######## vertical_sync_monitor_flat ########
vertical_sync_monitor_flat, cells coloured by class:
Drawn at 3 px/um.
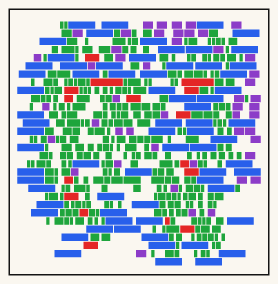
vertical_sync_monitor_flat, clock network drawn from the DEF:
Drawn at 6 px/um.
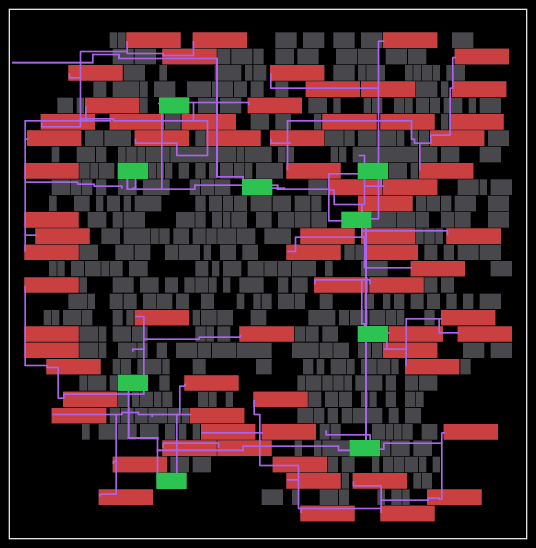
### src/rtl/vertical_sync_monitor_if.sv
// Vertical sync monitor bus.
//   vga_vsync   : vsync under test (active-low pulse), driven by the generator side
//   frame_start : one-cycle strobe per detected vsync falling edge
//   active_v    : recovered active window
//   row_addr    : recovered downscaled row address
//   pulse_err   : one-cycle strobe, vsync low width violation
//   period_err  : one-cycle strobe, frame period violation
//   vsync_lock  : frame lock indicator
//   frame_count : completed error-free frames
interface vertical_sync_monitor_if;
  logic        vga_vsync;
  logic        frame_start;
  logic        active_v;
  logic [6:0]  row_addr;
  logic        pulse_err;
  logic        period_err;
  logic        vsync_lock;
  logic [15:0] frame_count;

  modport master (
    output vga_vsync,
    input  frame_start, active_v, row_addr, pulse_err, period_err,
           vsync_lock, frame_count
  );

  modport slave (
    input  vga_vsync,
    output frame_start, active_v, row_addr, pulse_err, period_err,
           vsync_lock, frame_count
  );
endinterface

### src/rtl/vertical_sync_monitor.sv
// Receive-side vertical sync checker. Locks onto the vsync frame timing,
// recovers the active window and downscaled row address, and flags pulse
// width and frame period violations.
//   clk   : system clock (same domain as the generator)
//   reset : asynchronous, active-high
//   bus   : vertical_sync_monitor_if slave (vga_vsync in, status out)
module vertical_sync_monitor #(
  parameter int unsigned VS_PULSE    = 3200,
  parameter int unsigned VS_BACK     = 46400,
  parameter int unsigned VS_ACTIVE   = 768000,
  parameter int unsigned VS_FRONT    = 16000,
  parameter int unsigned ROW_CYCLES  = 8000,
  parameter int unsigned LOCK_FRAMES = 2
) (
  input logic                    clk,
  input logic                    reset,
  vertical_sync_monitor_if.slave bus
);

  localparam int unsigned FRAME = VS_PULSE + VS_BACK + VS_ACTIVE + VS_FRONT;
  localparam int unsigned FC_W  = $clog2(2 * FRAME + 1);
  localparam int unsigned SUB_W = (ROW_CYCLES > 1) ? $clog2(ROW_CYCLES) : 1;
  localparam int unsigned LK_W  = $clog2(LOCK_FRAMES + 1);

  localparam logic [FC_W-1:0]  PULSE_NOM = FC_W'(VS_PULSE);
  localparam logic [FC_W-1:0]  PULSE_MAX = FC_W'(2 * VS_PULSE + 1);
  localparam logic [FC_W-1:0]  ACT_START = FC_W'(VS_PULSE + VS_BACK);
  localparam logic [FC_W-1:0]  ACT_END   = FC_W'(VS_PULSE + VS_BACK + VS_ACTIVE);
  localparam logic [FC_W-1:0]  FRAME_NOM = FC_W'(FRAME);
  localparam logic [FC_W-1:0]  FRAME_MAX = FC_W'(2 * FRAME);
  localparam logic [SUB_W-1:0] ROW_LAST  = SUB_W'(ROW_CYCLES - 1);
  localparam logic [LK_W-1:0]  LOCK_MAX  = LK_W'(LOCK_FRAMES);

  typedef enum logic [2:0] {SEARCH, PULSE, BACK, ACTIVE, FRONT} state_t;

  state_t            state;
  logic              vs_d;
  logic [FC_W-1:0]   fc;
  logic [SUB_W-1:0]  sub_cnt;
  logic [LK_W-1:0]   lock_cnt;
  logic [LK_W-1:0]   lock_next;
  logic              frame_err;   // pulse error seen in the frame being measured
  logic              fe;
  logic              re;

  logic              frame_start;
  logic              active_v;
  logic [6:0]        row_addr;
  logic              pulse_err;
  logic              period_err;
  logic              vsync_lock;
  logic [15:0]       frame_count;

  always_comb begin
    fe = vs_d & ~bus.vga_vsync;
    re = ~vs_d & bus.vga_vsync;
    lock_next = (lock_cnt == LOCK_MAX) ? lock_cnt : lock_cnt + 1'b1;
  end

  always_ff @(posedge clk or posedge reset) begin
    if (reset) begin
      state       <= SEARCH;
      vs_d        <= 1'b0;
      fc          <= '0;
      sub_cnt     <= '0;
      lock_cnt    <= '0;
      frame_err   <= 1'b0;
      frame_start <= 1'b0;
      active_v    <= 1'b0;
      row_addr    <= '0;
      pulse_err   <= 1'b0;
      period_err  <= 1'b0;
      vsync_lock  <= 1'b0;
      frame_count <= '0;
    end else begin
      vs_d        <= bus.vga_vsync;
      frame_start <= 1'b0;
      pulse_err   <= 1'b0;
      period_err  <= 1'b0;
      if (state != SEARCH)
        fc <= fc + 1'b1;

      if (fe) begin
        // A falling edge always restarts measurement and wins over any
        // timeout compare falling on the same cycle.
        fc          <= FC_W'(1);
        frame_start <= 1'b1;
        frame_err   <= 1'b0;
        active_v    <= 1'b0;
        row_addr    <= '0;
        sub_cnt     <= '0;
        state       <= PULSE;
        if (state != SEARCH) begin
          if (fc != FRAME_NOM) begin
            period_err <= 1'b1;
            lock_cnt   <= '0;
            vsync_lock <= 1'b0;
          end else if (!frame_err) begin
            frame_count <= frame_count + 1'b1;
            lock_cnt    <= lock_next;
            vsync_lock  <= (lock_next == LOCK_MAX);
          end
        end
      end else begin
        case (state)
          PULSE: begin
            if (re) begin
              if (fc != PULSE_NOM) begin
                pulse_err  <= 1'b1;
                frame_err  <= 1'b1;
                lock_cnt   <= '0;
                vsync_lock <= 1'b0;
              end
              state <= BACK;
            end else if (fc == PULSE_MAX) begin
              pulse_err  <= 1'b1;
              lock_cnt   <= '0;
              vsync_lock <= 1'b0;
              state      <= SEARCH;
            end
          end
          BACK: begin
            if (fc == ACT_START) begin
              active_v <= 1'b1;
              row_addr <= '0;
              sub_cnt  <= '0;
              state    <= ACTIVE;
            end
          end
          ACTIVE: begin
            // Row address = (fc - first active) / ROW_CYCLES, tracked with a
            // wrapping sub-counter instead of a divider.
            if (fc == ACT_END) begin
              active_v <= 1'b0;
              row_addr <= '0;
              state    <= FRONT;
            end else if (sub_cnt == ROW_LAST) begin
              sub_cnt  <= '0;
              row_addr <= row_addr + 7'd1;
            end else begin
              sub_cnt <= sub_cnt + 1'b1;
            end
          end
          FRONT: begin
            if (fc == FRAME_MAX) begin
              period_err <= 1'b1;
              lock_cnt   <= '0;
              vsync_lock <= 1'b0;
              state      <= SEARCH;
            end
          end
          default: ;
        endcase
      end
    end
  end

  always_comb begin
    bus.frame_start = frame_start;
    bus.active_v    = active_v;
    bus.row_addr    = row_addr;
    bus.pulse_err   = pulse_err;
    bus.period_err  = period_err;
    bus.vsync_lock  = vsync_lock;
    bus.frame_count = frame_count;
  end

endmodule
### src/flat_wrapper.sv
// flat-port wrapper written by rule: the top's interface ports become plain ports
module vertical_sync_monitor_flat 
#(
  parameter int unsigned VS_PULSE    = 3200,
  parameter int unsigned VS_BACK     = 46400,
  parameter int unsigned VS_ACTIVE   = 768000,
  parameter int unsigned VS_FRONT    = 16000,
  parameter int unsigned ROW_CYCLES  = 8000,
  parameter int unsigned LOCK_FRAMES = 2
)
  (clk, reset, bus_vga_vsync, bus_frame_start, bus_active_v, bus_row_addr, bus_pulse_err, bus_period_err, bus_vsync_lock, bus_frame_count);
  vertical_sync_monitor_if bus_i ();
  input logic clk;
  input logic reset;
  input wire logic [$bits(bus_i.vga_vsync)-1:0] bus_vga_vsync;
  output wire logic [$bits(bus_i.frame_start)-1:0] bus_frame_start;
  output wire logic [$bits(bus_i.active_v)-1:0] bus_active_v;
  output wire logic [$bits(bus_i.row_addr)-1:0] bus_row_addr;
  output wire logic [$bits(bus_i.pulse_err)-1:0] bus_pulse_err;
  output wire logic [$bits(bus_i.period_err)-1:0] bus_period_err;
  output wire logic [$bits(bus_i.vsync_lock)-1:0] bus_vsync_lock;
  output wire logic [$bits(bus_i.frame_count)-1:0] bus_frame_count;
  assign bus_i.vga_vsync = bus_vga_vsync;
  assign bus_frame_start = bus_i.frame_start;
  assign bus_active_v = bus_i.active_v;
  assign bus_row_addr = bus_i.row_addr;
  assign bus_pulse_err = bus_i.pulse_err;
  assign bus_period_err = bus_i.period_err;
  assign bus_vsync_lock = bus_i.vsync_lock;
  assign bus_frame_count = bus_i.frame_count;
  vertical_sync_monitor #(.VS_PULSE(VS_PULSE), .VS_BACK(VS_BACK), .VS_ACTIVE(VS_ACTIVE), .VS_FRONT(VS_FRONT), .ROW_CYCLES(ROW_CYCLES), .LOCK_FRAMES(LOCK_FRAMES)) u_core (.clk(clk), .reset(reset), .bus(bus_i));
endmodule
### config.mk
export PLATFORM = sky130hd
export DESIGN_NAME = vertical_sync_monitor_flat
export DESIGN_NICKNAME = d
export VERILOG_FILES = /design/src/rtl/vertical_sync_monitor_if.sv /design/src/rtl/vertical_sync_monitor.sv /design/src/flat_wrapper.sv
export SDC_FILE = /design/constraint.sdc
export NUM_CORES = 1
export LEC_CHECK = 0
export CAP_MARGIN = 10
export CORE_AREA = 2 2 84 86
export CTS_CLUSTER_DIAMETER = 50
export DETAILED_ROUTE_END_ITERATION = 10
export DIE_AREA = 0 0 86 88
export GPL_ROUTABILITY_DRIVEN = 0
export PLACE_DENSITY = 0.78
export SYNTH_ARGS = -nofsm -noshare
export SYNTH_HDL_FRONTEND = slang
export SYNTH_SLANG_ARGS = --single-unit
export TNS_END_PERCENT = 10
### constraint.sdc
create_clock -name clk -period 2.66 [get_ports clk]
set_input_delay 0.399 -clock clk [delete_from_list [all_inputs] [get_ports clk]]
set_output_delay 0.399 -clock clk [all_outputs]
set_load 0.05 [all_outputs]
==> flow_summary.yaml <==
# yosys + openroad results
floorplan:
  io_pins: 31
  initial_core_util_pct: 56.35
synthesis:
  synth_top_cell_by_area: "dfrtp_1"
  ys_seq_share_pct: 46.12
  synthAoiAreaFrac_pct: 11.63
  simple_gate_area_share_pct: 26.37
  muxShareOfSynthArea_pct: 1.705
  synth_cell_type_count: 54
grt:
  grt_util_met3_pct: 3.770
  grt_util_met2_pct: 37.42
  grt_usage_pct: 22.08
  antenna_found_initial: 0
drt:
  wl_met3_um: 315
  met1_length_mm: 3.587
  viasPerCell: 5.799
setup_path:
  crit_arrival_ns: 2.77
  endpoint_kind: "flip-flop"
  crit_path_cell_trace: "or4_1, nor3_2, and4_1, nand4_1, nor3_1, xor2_1"
  required_ns: 2.93
  critPathKind: "flip-flop to flip-flop"
outcome:
  status: "finished, final reports clean"
pwr:
  swShare_pct: 33.73
  power_mw: 3.019
clocking:
  clock_sinks: 69
  clk_path_buf_depth: 2
layout:
  n_antenna_cell: 0
  fill_cells: 526
timing:
  setup_ws_ns: 0.1547
job:
  drv_cap: 0
Notes on 'cells coloured by class' of vertical_sync_monitor_flat above:
| colour | class | cells |
|---|---|---|
| purple | remaining buffers and delay cells | 48 |
| red | clock drivers and dummy loads | 16 |
| blue | registers | 69 |
| green | remaining logic cells | 324 |
core area: 6644 um2
Finished Cell Area: 4456 um2
post-layout util: 67.06%

Notes on 'clock network drawn from the DEF' of vertical_sync_monitor_flat above:
[red] flip-flops | count: 69
[purple] clock wires | length: 887 um
[green] clock-net drivers | count: 9
routed clock nets: 10
flops lie: all over the die

-- layout make-up --
class / instances / area (um2) / share of cell area (%)
Multi-Input combinational cell: 305 / 1898 / 42.60
Sequential cell: 69 / 1727 / 38.75
Timing Repair Buffer: 48 / 435.4 / 9.773
Clock buffer: 9 / 123.9 / 2.780
Clock inverter: 7 / 100.1 / 2.247
Tap cell: 80 / 100.1 / 2.247
Inverter: 19 / 71.32 / 1.601
-- registers in the layout (all words and copies together), names as in the netlist --
signal                  count
u_core.fc                  21
u_core.bus.frame_count     16
u_core.sub_cnt             13
u_core.bus.row_addr         7
u_core.state                3
u_core.lock_cnt             2
u_core.bus.active_v         1
u_core.bus.frame_start      1
u_core.bus.period_err       1
u_core.bus.pulse_err        1
u_core.bus.vsync_lock       1
u_core.frame_err            1
u_core.vs_d                 1
-- power groups by stage --
stage | logic, mW | clock network (mW) | registers, mW
2_1_floorplan | 0.525 | 0 | 1.29
3_3_place_gp | 0.761 | 0 | 1.28
3_5_place_dp | 0.782 | 0 | 1.28
4_1_cts | 0.788 | 0.976 | 1.26
5_1_grt | 0.888 | 1.02 | 1.28
6_report | 0.804 | 0.956 | 1.26

######## camera_patrol_ctrl ########
camera_patrol_ctrl, I/O nets highlighted:
Drawn at 4 px/um.
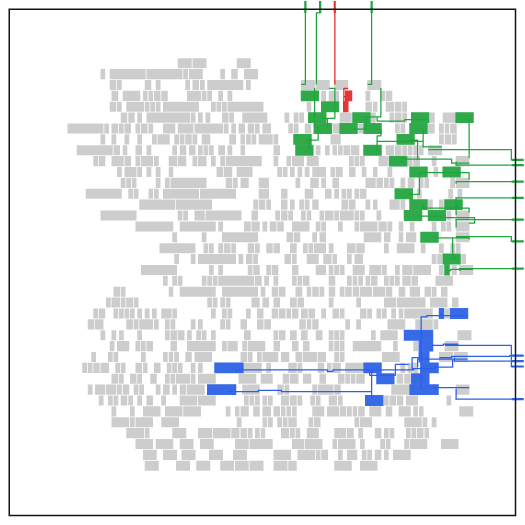
camera_patrol_ctrl, clock network drawn from the DEF:
Drawn at 4 px/um.
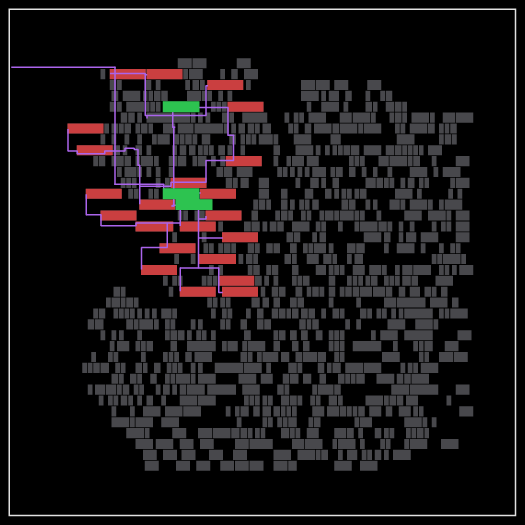
File: src/rtl/camera_patrol_ctrl.sv
// Security-camera patrol sequencer: sweeps camX between playfield limits,
// dwells at each edge and freezes into an alert hold when the player is seen.
module camera_patrol_ctrl #(
  parameter int unsigned CAM_X_MIN    = 10,
  parameter int unsigned CAM_X_MAX    = 639,
  parameter int unsigned CAM_X_START  = 40,
  parameter int unsigned DWELL_FRAMES = 60,
  parameter int unsigned ALERT_FRAMES = 120,
  parameter int unsigned VIEW_RANGE   = 80
) (
  input  logic       Clk,
  input  logic       Reset,
  input  logic       frame_tick,
  input  logic       enable,
  input  logic [3:0] cam_step,
  input  logic [9:0] camS,
  input  logic [9:0] playerX,
  input  logic       player_valid,
  output logic [9:0] camX,
  output logic [1:0] direction_cam,
  output logic       alert
);

  typedef enum logic [1:0] {
    ST_SWEEP_L = 2'b00,
    ST_SWEEP_R = 2'b01,
    ST_DWELL   = 2'b10,
    ST_ALERT   = 2'b11
  } state_t;

  localparam logic [11:0] MIN12     = 12'(CAM_X_MIN);
  localparam logic [11:0] MAX12     = 12'(CAM_X_MAX);
  localparam logic [11:0] VR12      = 12'(VIEW_RANGE);
  localparam logic [9:0]  START10   = 10'(CAM_X_START);
  localparam logic [7:0]  DWELL_CNT = 8'(DWELL_FRAMES - 1);
  localparam logic [7:0]  ALERT_CNT = 8'(ALERT_FRAMES - 1);

  // Saturate a widened position back into the 10-bit pixel range.
  function automatic logic [9:0] sat10(input logic [11:0] v);
    if (v > 12'd1023) begin
      sat10 = 10'd1023;
    end else begin
      sat10 = v[9:0];
    end
  endfunction

  state_t      r_state;
  logic [9:0]  r_camx;
  logic [7:0]  r_cnt;
  logic        r_resume_right;
  logic        r_alert;

  state_t      w_state_nxt;
  logic [9:0]  w_camx_nxt;
  logic [7:0]  w_cnt_nxt;
  logic        w_resume_nxt;
  logic        w_alert_nxt;

  logic [3:0]  w_step;
  logic [11:0] w_x12;
  logic [11:0] w_s12;
  logic [11:0] w_st12;
  logic [11:0] w_p12;
  logic [11:0] w_lo_bound;
  logic        w_sight_l;
  logic        w_sight_r;
  logic        w_edge_l;
  logic        w_edge_r;
  logic [9:0]  w_clamp_l;
  logic [9:0]  w_clamp_r;

  // Widened operands, view cones and edge tests on the pre-update position.
  always_comb begin
    w_step     = (cam_step == 4'd0) ? 4'd1 : cam_step;
    w_x12      = {2'b00, r_camx};
    w_s12      = {2'b00, camS};
    w_st12     = {8'd0, w_step};
    w_p12      = {2'b00, playerX};
    w_lo_bound = (w_x12 >= VR12) ? (w_x12 - VR12) : 12'd0;
    w_sight_l  = player_valid && (w_p12 >= w_lo_bound) && (w_p12 <= w_x12);
    w_sight_r  = player_valid && (w_p12 >= w_x12) && (w_p12 <= (w_x12 + VR12));
    // x - camS - s <= MIN rearranged so nothing can go negative.
    w_edge_l   = (w_x12 <= (MIN12 + w_s12 + w_st12));
    w_edge_r   = ((w_x12 + w_s12 + w_st12) >= MAX12);
    w_clamp_l  = sat10(MIN12 + w_s12);
    w_clamp_r  = (w_s12 >= MAX12) ? 10'd0 : sat10(MAX12 - w_s12);
  end

  // Next-state and datapath decisions for one enabled frame tick.
  always_comb begin
    w_state_nxt  = r_state;
    w_camx_nxt   = r_camx;
    w_cnt_nxt    = r_cnt;
    w_resume_nxt = r_resume_right;
    w_alert_nxt  = r_alert;
    case (r_state)
      ST_SWEEP_L: begin
        if (w_sight_l) begin
          w_state_nxt  = ST_ALERT;
          w_alert_nxt  = 1'b1;
          w_cnt_nxt    = ALERT_CNT;
          w_resume_nxt = 1'b0;
        end else if (w_edge_l) begin
          w_camx_nxt   = w_clamp_l;
          w_state_nxt  = ST_DWELL;
          w_resume_nxt = 1'b1;
          w_cnt_nxt    = DWELL_CNT;
        end else begin
          w_camx_nxt   = sat10(w_x12 - w_st12);
        end
      end
      ST_SWEEP_R: begin
        if (w_sight_r) begin
          w_state_nxt  = ST_ALERT;
          w_alert_nxt  = 1'b1;
          w_cnt_nxt    = ALERT_CNT;
          w_resume_nxt = 1'b1;
        end else if (w_edge_r) begin
          w_camx_nxt   = w_clamp_r;
          w_state_nxt  = ST_DWELL;
          w_resume_nxt = 1'b0;
          w_cnt_nxt    = DWELL_CNT;
        end else begin
          w_camx_nxt   = sat10(w_x12 + w_st12);
        end
      end
      ST_ALERT: begin
        if (w_sight_l || w_sight_r) begin
          w_cnt_nxt   = ALERT_CNT;
        end else if (r_cnt != 8'd0) begin
          w_cnt_nxt   = r_cnt - 8'd1;
        end else begin
          w_alert_nxt = 1'b0;
          w_state_nxt = r_resume_right ? ST_SWEEP_R : ST_SWEEP_L;
        end
      end
      ST_DWELL: begin
        if (r_cnt != 8'd0) begin
          w_cnt_nxt   = r_cnt - 8'd1;
        end else begin
          w_state_nxt = r_resume_right ? ST_SWEEP_R : ST_SWEEP_L;
        end
      end
      default: begin
        w_state_nxt = ST_SWEEP_L;
      end
    endcase
  end

  // State and datapath registers advance only on enabled frame ticks.
  always_ff @(posedge Clk or posedge Reset) begin
    if (Reset) begin
      r_state        <= ST_SWEEP_L;
      r_camx         <= START10;
      r_cnt          <= 8'd0;
      r_resume_right <= 1'b0;
      r_alert        <= 1'b0;
    end else if (frame_tick && enable) begin
      r_state        <= w_state_nxt;
      r_camx         <= w_camx_nxt;
      r_cnt          <= w_cnt_nxt;
      r_resume_right <= w_resume_nxt;
      r_alert        <= w_alert_nxt;
    end else begin
      r_state        <= r_state;
      r_camx         <= r_camx;
      r_cnt          <= r_cnt;
      r_resume_right <= r_resume_right;
      r_alert        <= r_alert;
    end
  end

  // Motion code follows the state, forced to stop while disabled.
  always_comb begin
    if (!enable) begin
      direction_cam = 2'b10;
    end else begin
      case (r_state)
        ST_SWEEP_L: direction_cam = 2'b00;
        ST_SWEEP_R: direction_cam = 2'b01;
        default:    direction_cam = 2'b10;
      endcase
    end
  end

  assign camX  = r_camx;
  assign alert = r_alert;

endmodule

File: config.mk
export PLATFORM = sky130hd
export DESIGN_NAME = camera_patrol_ctrl
export DESIGN_NICKNAME = d
export VERILOG_FILES = /design/src/rtl/camera_patrol_ctrl.sv
export SDC_FILE = /design/constraint.sdc
export NUM_CORES = 1
export LEC_CHECK = 0
export ABC_AREA = 1
export ABC_CLOCK_PERIOD_IN_PS = 9710
export CORE_MARGIN = 10
export CORE_UTILIZATION = 42
export CTS_CLUSTER_DIAMETER = 200
export DETAILED_ROUTE_END_ITERATION = 16
export GPL_TIMING_DRIVEN = 0
export PLACE_DENSITY = 0.69
export SYNTH_ARGS = -nofsm -noshare
export SYNTH_HDL_FRONTEND = slang
export SYNTH_SLANG_ARGS = --single-unit
File: constraint.sdc
create_clock -name Clk -period 9.71 [get_ports Clk]
set_input_delay 1.4565 -clock Clk [delete_from_list [all_inputs] [get_ports Clk]]
set_output_delay 1.4565 -clock Clk [all_outputs]
set_load 0.005 [all_outputs]
==> flow_summary.yaml <==
# yosys + openroad results
setup_path:
  critical-path-top-delay-family: "simple AND/OR/NAND/NOR gates"
grt:
  grt_max_degree: 23
  grt_pass1_vias: 4675
layout:
  seq_cell_count: 22
  regArea_um2: 553.0
  comb_area_share_pct: 68.50
synthesis:
  synth_cells: 768
  adder_share_pct: 22.93
  synthAoiAreaFrac_pct: 11.33
drt:
  wire_per_inst_um: 13.80
  routed_wl_mm: 13.15
job:
  tool_warnings: 37
outcome:
  status: "finished, final reports clean"
placed_design:
  placed_cells: 949
floorplan:
  dieArea_um2: 15920
pwr:
  power_leader: "combinational cells"
About 'I/O nets highlighted' of camera_patrol_ctrl:
| colour | port | bits | direction | end cells | buffers | wire |
|---|---|---|---|---|---|---|
| green | playerX | 10 | input | 25 | 10 | 378 um |
| red | player_valid | 1 | input | 2 | 1 | 24.1 um |
| blue | cam_step | 4 | input | 15 | 6 | 253 um |

About 'clock network drawn from the DEF' of camera_patrol_ctrl:
[purple] clock wires | length: 352 um
[red] flip-flops | count: 22
[green] clock-net drivers | count: 3
routed clock nets: 4

-- cell usage in the layout, fill, tap and decap left out, drive strengths merged, types with 5 or more instances in the layout --
cell type and n:
nand2 235, inv 106, ha 74, nor2 71, nand3 69, o21ai 44, clkdlybuf4s50 41, a21oi 38
nand4 25, dfrtp 20, xor2 20, nor3 13, clkbuf 9, fa 8, xnor2 6, a21o 5
buf 5
-- metal layers --
layer	global-route usage [%]	share of wire, %	vias to the layer above
li1	-	-	2603
met1	22.66	49	2207
met2	27.94	46	113
met3	1.258	4.4	10
met4	2.411	0.86	0
met5	0	0	-
-- registers in the layout, indices dropped and copies added (netlist names) --
name and count:
camX 10, r_state 2, alert 1, r_resume_right 1, r_cnt 8
-- metrics by stage --
step	utilization (%)	cell area, um2	total power, mW	worst slack [ns]	hold slack (ns)
2_1_floorplan	-	4736	1.140	5.143	0.4419
3_3_place_gp	48.66	5321	1.480	4.099	0.4598
3_5_place_dp	48.66	5321	1.489	4.080	0.4675
4_1_cts	49.62	5426	1.613	4.324	0.4813
5_1_grt	49.62	5426	1.833	3.817	0.5226
6_report	49.62	5426	1.616	4.302	0.4745

######## arrow_field ########
arrow_field, clock network drawn from the DEF:
Drawn at 6 px/um.
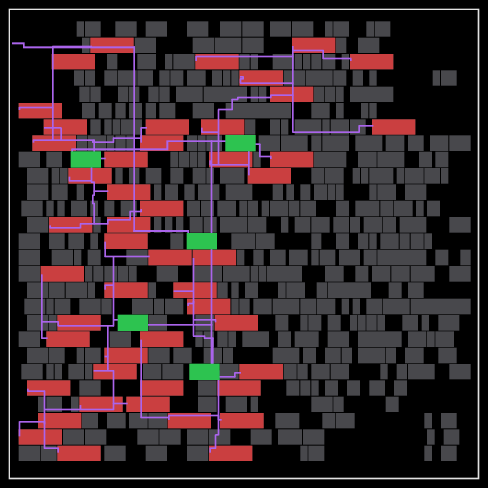
arrow_field, M3 wires:
Drawn at 4 px/um.
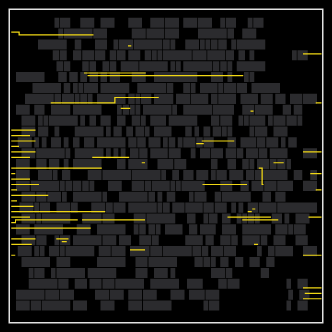
arrow_field, the clock network:
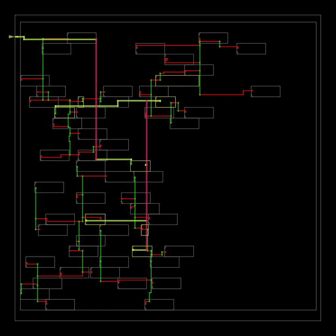
<file path="config.mk">
export PLATFORM = sky130hd
export DESIGN_NAME = arrow_field
export DESIGN_NICKNAME = d
export VERILOG_FILES = /design/src/rtl/arrow_field.sv
export SDC_FILE = /design/constraint.sdc
export NUM_CORES = 1
export LEC_CHECK = 0
export CAP_MARGIN = 20
export CORE_UTILIZATION = 54
export DETAILED_ROUTE_END_ITERATION = 7
export GPL_TIMING_DRIVEN = 0
export PLACE_DENSITY = 0.86
export SLEW_MARGIN = 15
export SYNTH_ARGS = -nofsm -noshare
export SYNTH_HDL_FRONTEND = slang
export SYNTH_SLANG_ARGS = --single-unit
</file>
<file path="constraint.sdc">
create_clock -name clock_i -period 10.4 [get_ports clock_i]
set_input_delay 1.56 -clock clock_i [delete_from_list [all_inputs] [get_ports clock_i]]
set_output_delay 1.56 -clock clock_i [all_outputs]
set_load 0.02 [all_outputs]
</file>
<file path="src/rtl/arrow_field.sv">
// arrow_field: four-lane falling-note playfield for a rhythm game.
// Notes spawn at row 0 on a tempo tick, scroll down one row per tick, and
// must be struck with the lane key while they sit on row 7 (the hit row).
// The field, score, miss count and game state are all registered here.
//
// Optional feature: define ARROW_FIELD_COMBO_EN to build the consecutive-hit
// counter on combo_o. Without it combo_o is tied to zero.
module arrow_field #(
    parameter int DENSITY  = 4,   // spawn when rand_i[8:6] < DENSITY (0..8)
    parameter int MAX_MISS = 10   // miss count that ends the game (1..15)
) (
    input  logic        clock_i,
    input  logic        reset_i,
    input  logic        start_i,
    input  logic        tick_i,
    input  logic [8:0]  rand_i,
    input  logic [3:0]  key_i,
    output logic [31:0] field_o,
    output logic        hit_o,
    output logic        miss_o,
    output logic [7:0]  score_o,
    output logic [3:0]  misses_o,
    output logic [1:0]  state_o,
    output logic [7:0]  combo_o
);

    typedef enum logic [1:0] {
        ST_IDLE = 2'b00,
        ST_PLAY = 2'b01,
        ST_OVER = 2'b10
    } state_t;

    state_t      state_q;
    logic [31:0] field_q, field_d;
    logic [7:0]  score_q, score_d;
    logic [3:0]  misses_q, misses_d;
    logic        hit_q, miss_q;

    logic [31:0] key_field;     // field after key judgement, before scrolling
    logic [2:0]  h_cnt;         // hits this cycle, 0..4
    logic [3:0]  m_cnt;         // misses this cycle, 0..8
    logic        spawn;
    logic [8:0]  score_sum;
    logic [4:0]  miss_sum;
    logic        game_over;

    // rand_i[5:2] carries no meaning for this block; only lane and density bits are used.
    logic unused_rand;
    assign unused_rand = ^rand_i[5:2];

    assign spawn = (int'(rand_i[8:6]) < DENSITY);

    // Judge keys against the pre-shift hit row, then scroll and spawn on tick.
    always_comb begin
        // NOTE: every variable gets a default first so no path leaves one unassigned (no latch).
        key_field = field_q;
        field_d   = field_q;
        h_cnt     = 3'd0;
        m_cnt     = 4'd0;
        for (int lane = 0; lane < 4; lane++) begin
            if (key_i[lane]) begin
                if (field_q[lane*8+7]) begin
                    key_field[lane*8+7] = 1'b0;
                    h_cnt = h_cnt + 3'd1;
                end else begin
                    m_cnt = m_cnt + 4'd1;
                end
            end
        end
        field_d = key_field;
        if (tick_i) begin
            for (int lane = 0; lane < 4; lane++) begin
                // A note still on the hit row after key judgement falls off unplayed.
                if (key_field[lane*8+7]) begin
                    m_cnt = m_cnt + 4'd1;
                end
                field_d[lane*8 +: 8] = {key_field[lane*8 +: 7], 1'b0};
                if (spawn && (rand_i[1:0] == 2'(lane))) begin
                    field_d[lane*8] = 1'b1;
                end
            end
        end
    end

    // Saturating score and miss accumulation; the game ends when misses reach MAX_MISS.
    always_comb begin
        score_sum = {1'b0, score_q} + 9'(h_cnt);
        score_d   = score_sum[8] ? 8'hFF : score_sum[7:0];
        miss_sum  = {1'b0, misses_q} + 5'(m_cnt);
        game_over = (miss_sum >= 5'(MAX_MISS));
        misses_d  = game_over ? 4'(MAX_MISS) : miss_sum[3:0];
    end

`ifdef ARROW_FIELD_COMBO_EN
    logic [7:0] combo_q, combo_d;
    logic [8:0] combo_sum;

    // Consecutive-hit counter: grows on clean hit cycles, cleared by any miss.
    always_comb begin
        combo_sum = {1'b0, combo_q} + 9'(h_cnt);
        combo_d   = combo_q;
        if (m_cnt != 4'd0) begin
            combo_d = 8'd0;
        end else if (h_cnt != 3'd0) begin
            combo_d = combo_sum[8] ? 8'hFF : combo_sum[7:0];
        end
    end

    // Combo register follows the game state: cleared on reset and on game start.
    always_ff @(posedge clock_i) begin
        if (reset_i) begin
            combo_q <= 8'd0;
        end else if (state_q == ST_PLAY) begin
            combo_q <= combo_d;
        end else if (start_i) begin
            combo_q <= 8'd0;
        end
    end

    assign combo_o = combo_q;
`else
    assign combo_o = 8'd0;
`endif

    // Game state machine with registered field, counters and event pulses.
    always_ff @(posedge clock_i) begin
        // NOTE: state is updated with non-blocking assignments so every register samples pre-edge values.
        if (reset_i) begin
            state_q  <= ST_IDLE;
            field_q  <= 32'd0;
            score_q  <= 8'd0;
            misses_q <= 4'd0;
            hit_q    <= 1'b0;
            miss_q   <= 1'b0;
        end else begin
            case (state_q)
                ST_IDLE, ST_OVER: begin
                    hit_q  <= 1'b0;
                    miss_q <= 1'b0;
                    if (start_i) begin
                        state_q  <= ST_PLAY;
                        field_q  <= 32'd0;
                        score_q  <= 8'd0;
                        misses_q <= 4'd0;
                    end
                end
                ST_PLAY: begin
                    field_q  <= field_d;
                    score_q  <= score_d;
                    misses_q <= misses_d;
                    hit_q    <= (h_cnt != 3'd0);
                    miss_q   <= (m_cnt != 4'd0);
                    if (game_over) begin
                        state_q <= ST_OVER;
                    end
                end
                default: begin
                    state_q <= ST_IDLE;
                    hit_q   <= 1'b0;
                    miss_q  <= 1'b0;
                end
            endcase
        end
    end

    assign field_o  = field_q;
    assign hit_o    = hit_q;
    assign miss_o   = miss_q;
    assign score_o  = score_q;
    assign misses_o = misses_q;
    assign state_o  = state_q;

endmodule

</file>
==> flow_summary.yaml <==
# yosys + openroad results
outcome:
  status: "finished, final reports clean"
synthesis:
  async_reset_ff_share_pct: 0
  top_logic_kind: "AND-OR/OR-AND gates"
  synth_cell_type_count: 69
  xor_share_pct: 5.500
layout:
  n_clock_buffer: 6
  seq_area_share_pct: 24.63
clocking:
  cts_setup_buffers: 0
pwr:
  powerSeq_mw: 0.191
  power_frac_comb_pct: 23.9
  power_mw: 0.4269
  power_leader: "sequential cells"
timing:
  tightest_slew_ns: 0.7243
  setup_viol: 0
  hold_viol: 0
drt:
  dr.pass1.iters: 5
  viasPerCell: 5.784
worst_hold_path:
  min_path_type: "flip-flop to flip-flop"
grt:
  grt_usage_pct: 25.47
job:
  tool_warnings: 32
setup_path:
  path_buffers: 4
  crit_path_start: "key_i[1]"
floorplan:
  num_rows: 27
About 'clock network drawn from the DEF' of arrow_field:
[red] flip-flops | count: 48
[green] clock-net drivers | count: 5
[purple] clock wires | length: 547 um
routed clock nets: 6

About 'M3 wires' of arrow_field:
share of all routed wire: 5.0%
longest straight run: 38.6 um
nets with wire on the layer: 46
wire length on this layer: 373 um
met3 usage: 5.059%
final wirelength: 7.454 mm

About 'the clock network' of arrow_field:
flip-flops: 48
Power Clock: 0.134 mW

-- cells in the mapped netlist, types with 2 or more instances --
cell,instances,area [um2]
nand2_1,29,108.9
o211ai_1,2,15.01
or3_1,3,18.77
and3_1,6,37.54
o2111a_1,2,22.52
fa_1,2,40.04
nand2b_1,15,93.84
ha_1,16,200.2
o21ai_0,23,115.1
nand3_1,6,30.03
nor2_1,30,112.6
and2_1,6,37.54
inv_1,14,52.55
a21o_1,3,22.52
a22oi_1,15,112.6
nor2b_1,7,43.79
buf_2,3,15.01
o21a_1,2,15.01
buf_6,2,22.52
dfxtp_1,48,960.9
clkbuf_1,12,45.04
xor2_1,6,52.55
nand3b_1,3,22.52
o22ai_1,2,12.51
a21oi_1,15,75.07
nor4_1,3,18.77
xnor2_1,11,96.34
nor3_1,10,50.05
a22o_1,16,140.1
a32o_1,2,20.02
nor4b_1,2,17.52
buf_4,8,60.06
mux2_2,2,22.52
inv_2,2,7.510
nor3b_1,2,15.01
a211oi_1,3,22.52
-- per-layer routing --
| layer | GRT usage (%) | part of all wire [%] |
|---|---|---|
| met1 | 30.86 | 44 |
| met2 | 44.51 | 49 |
| met3 | 5.059 | 5.0 |
| met4 | 9.259 | 1.7 |
| met5 | 0 | 0 |

No activity file was given, so power comes from the tool's default toggle rates.
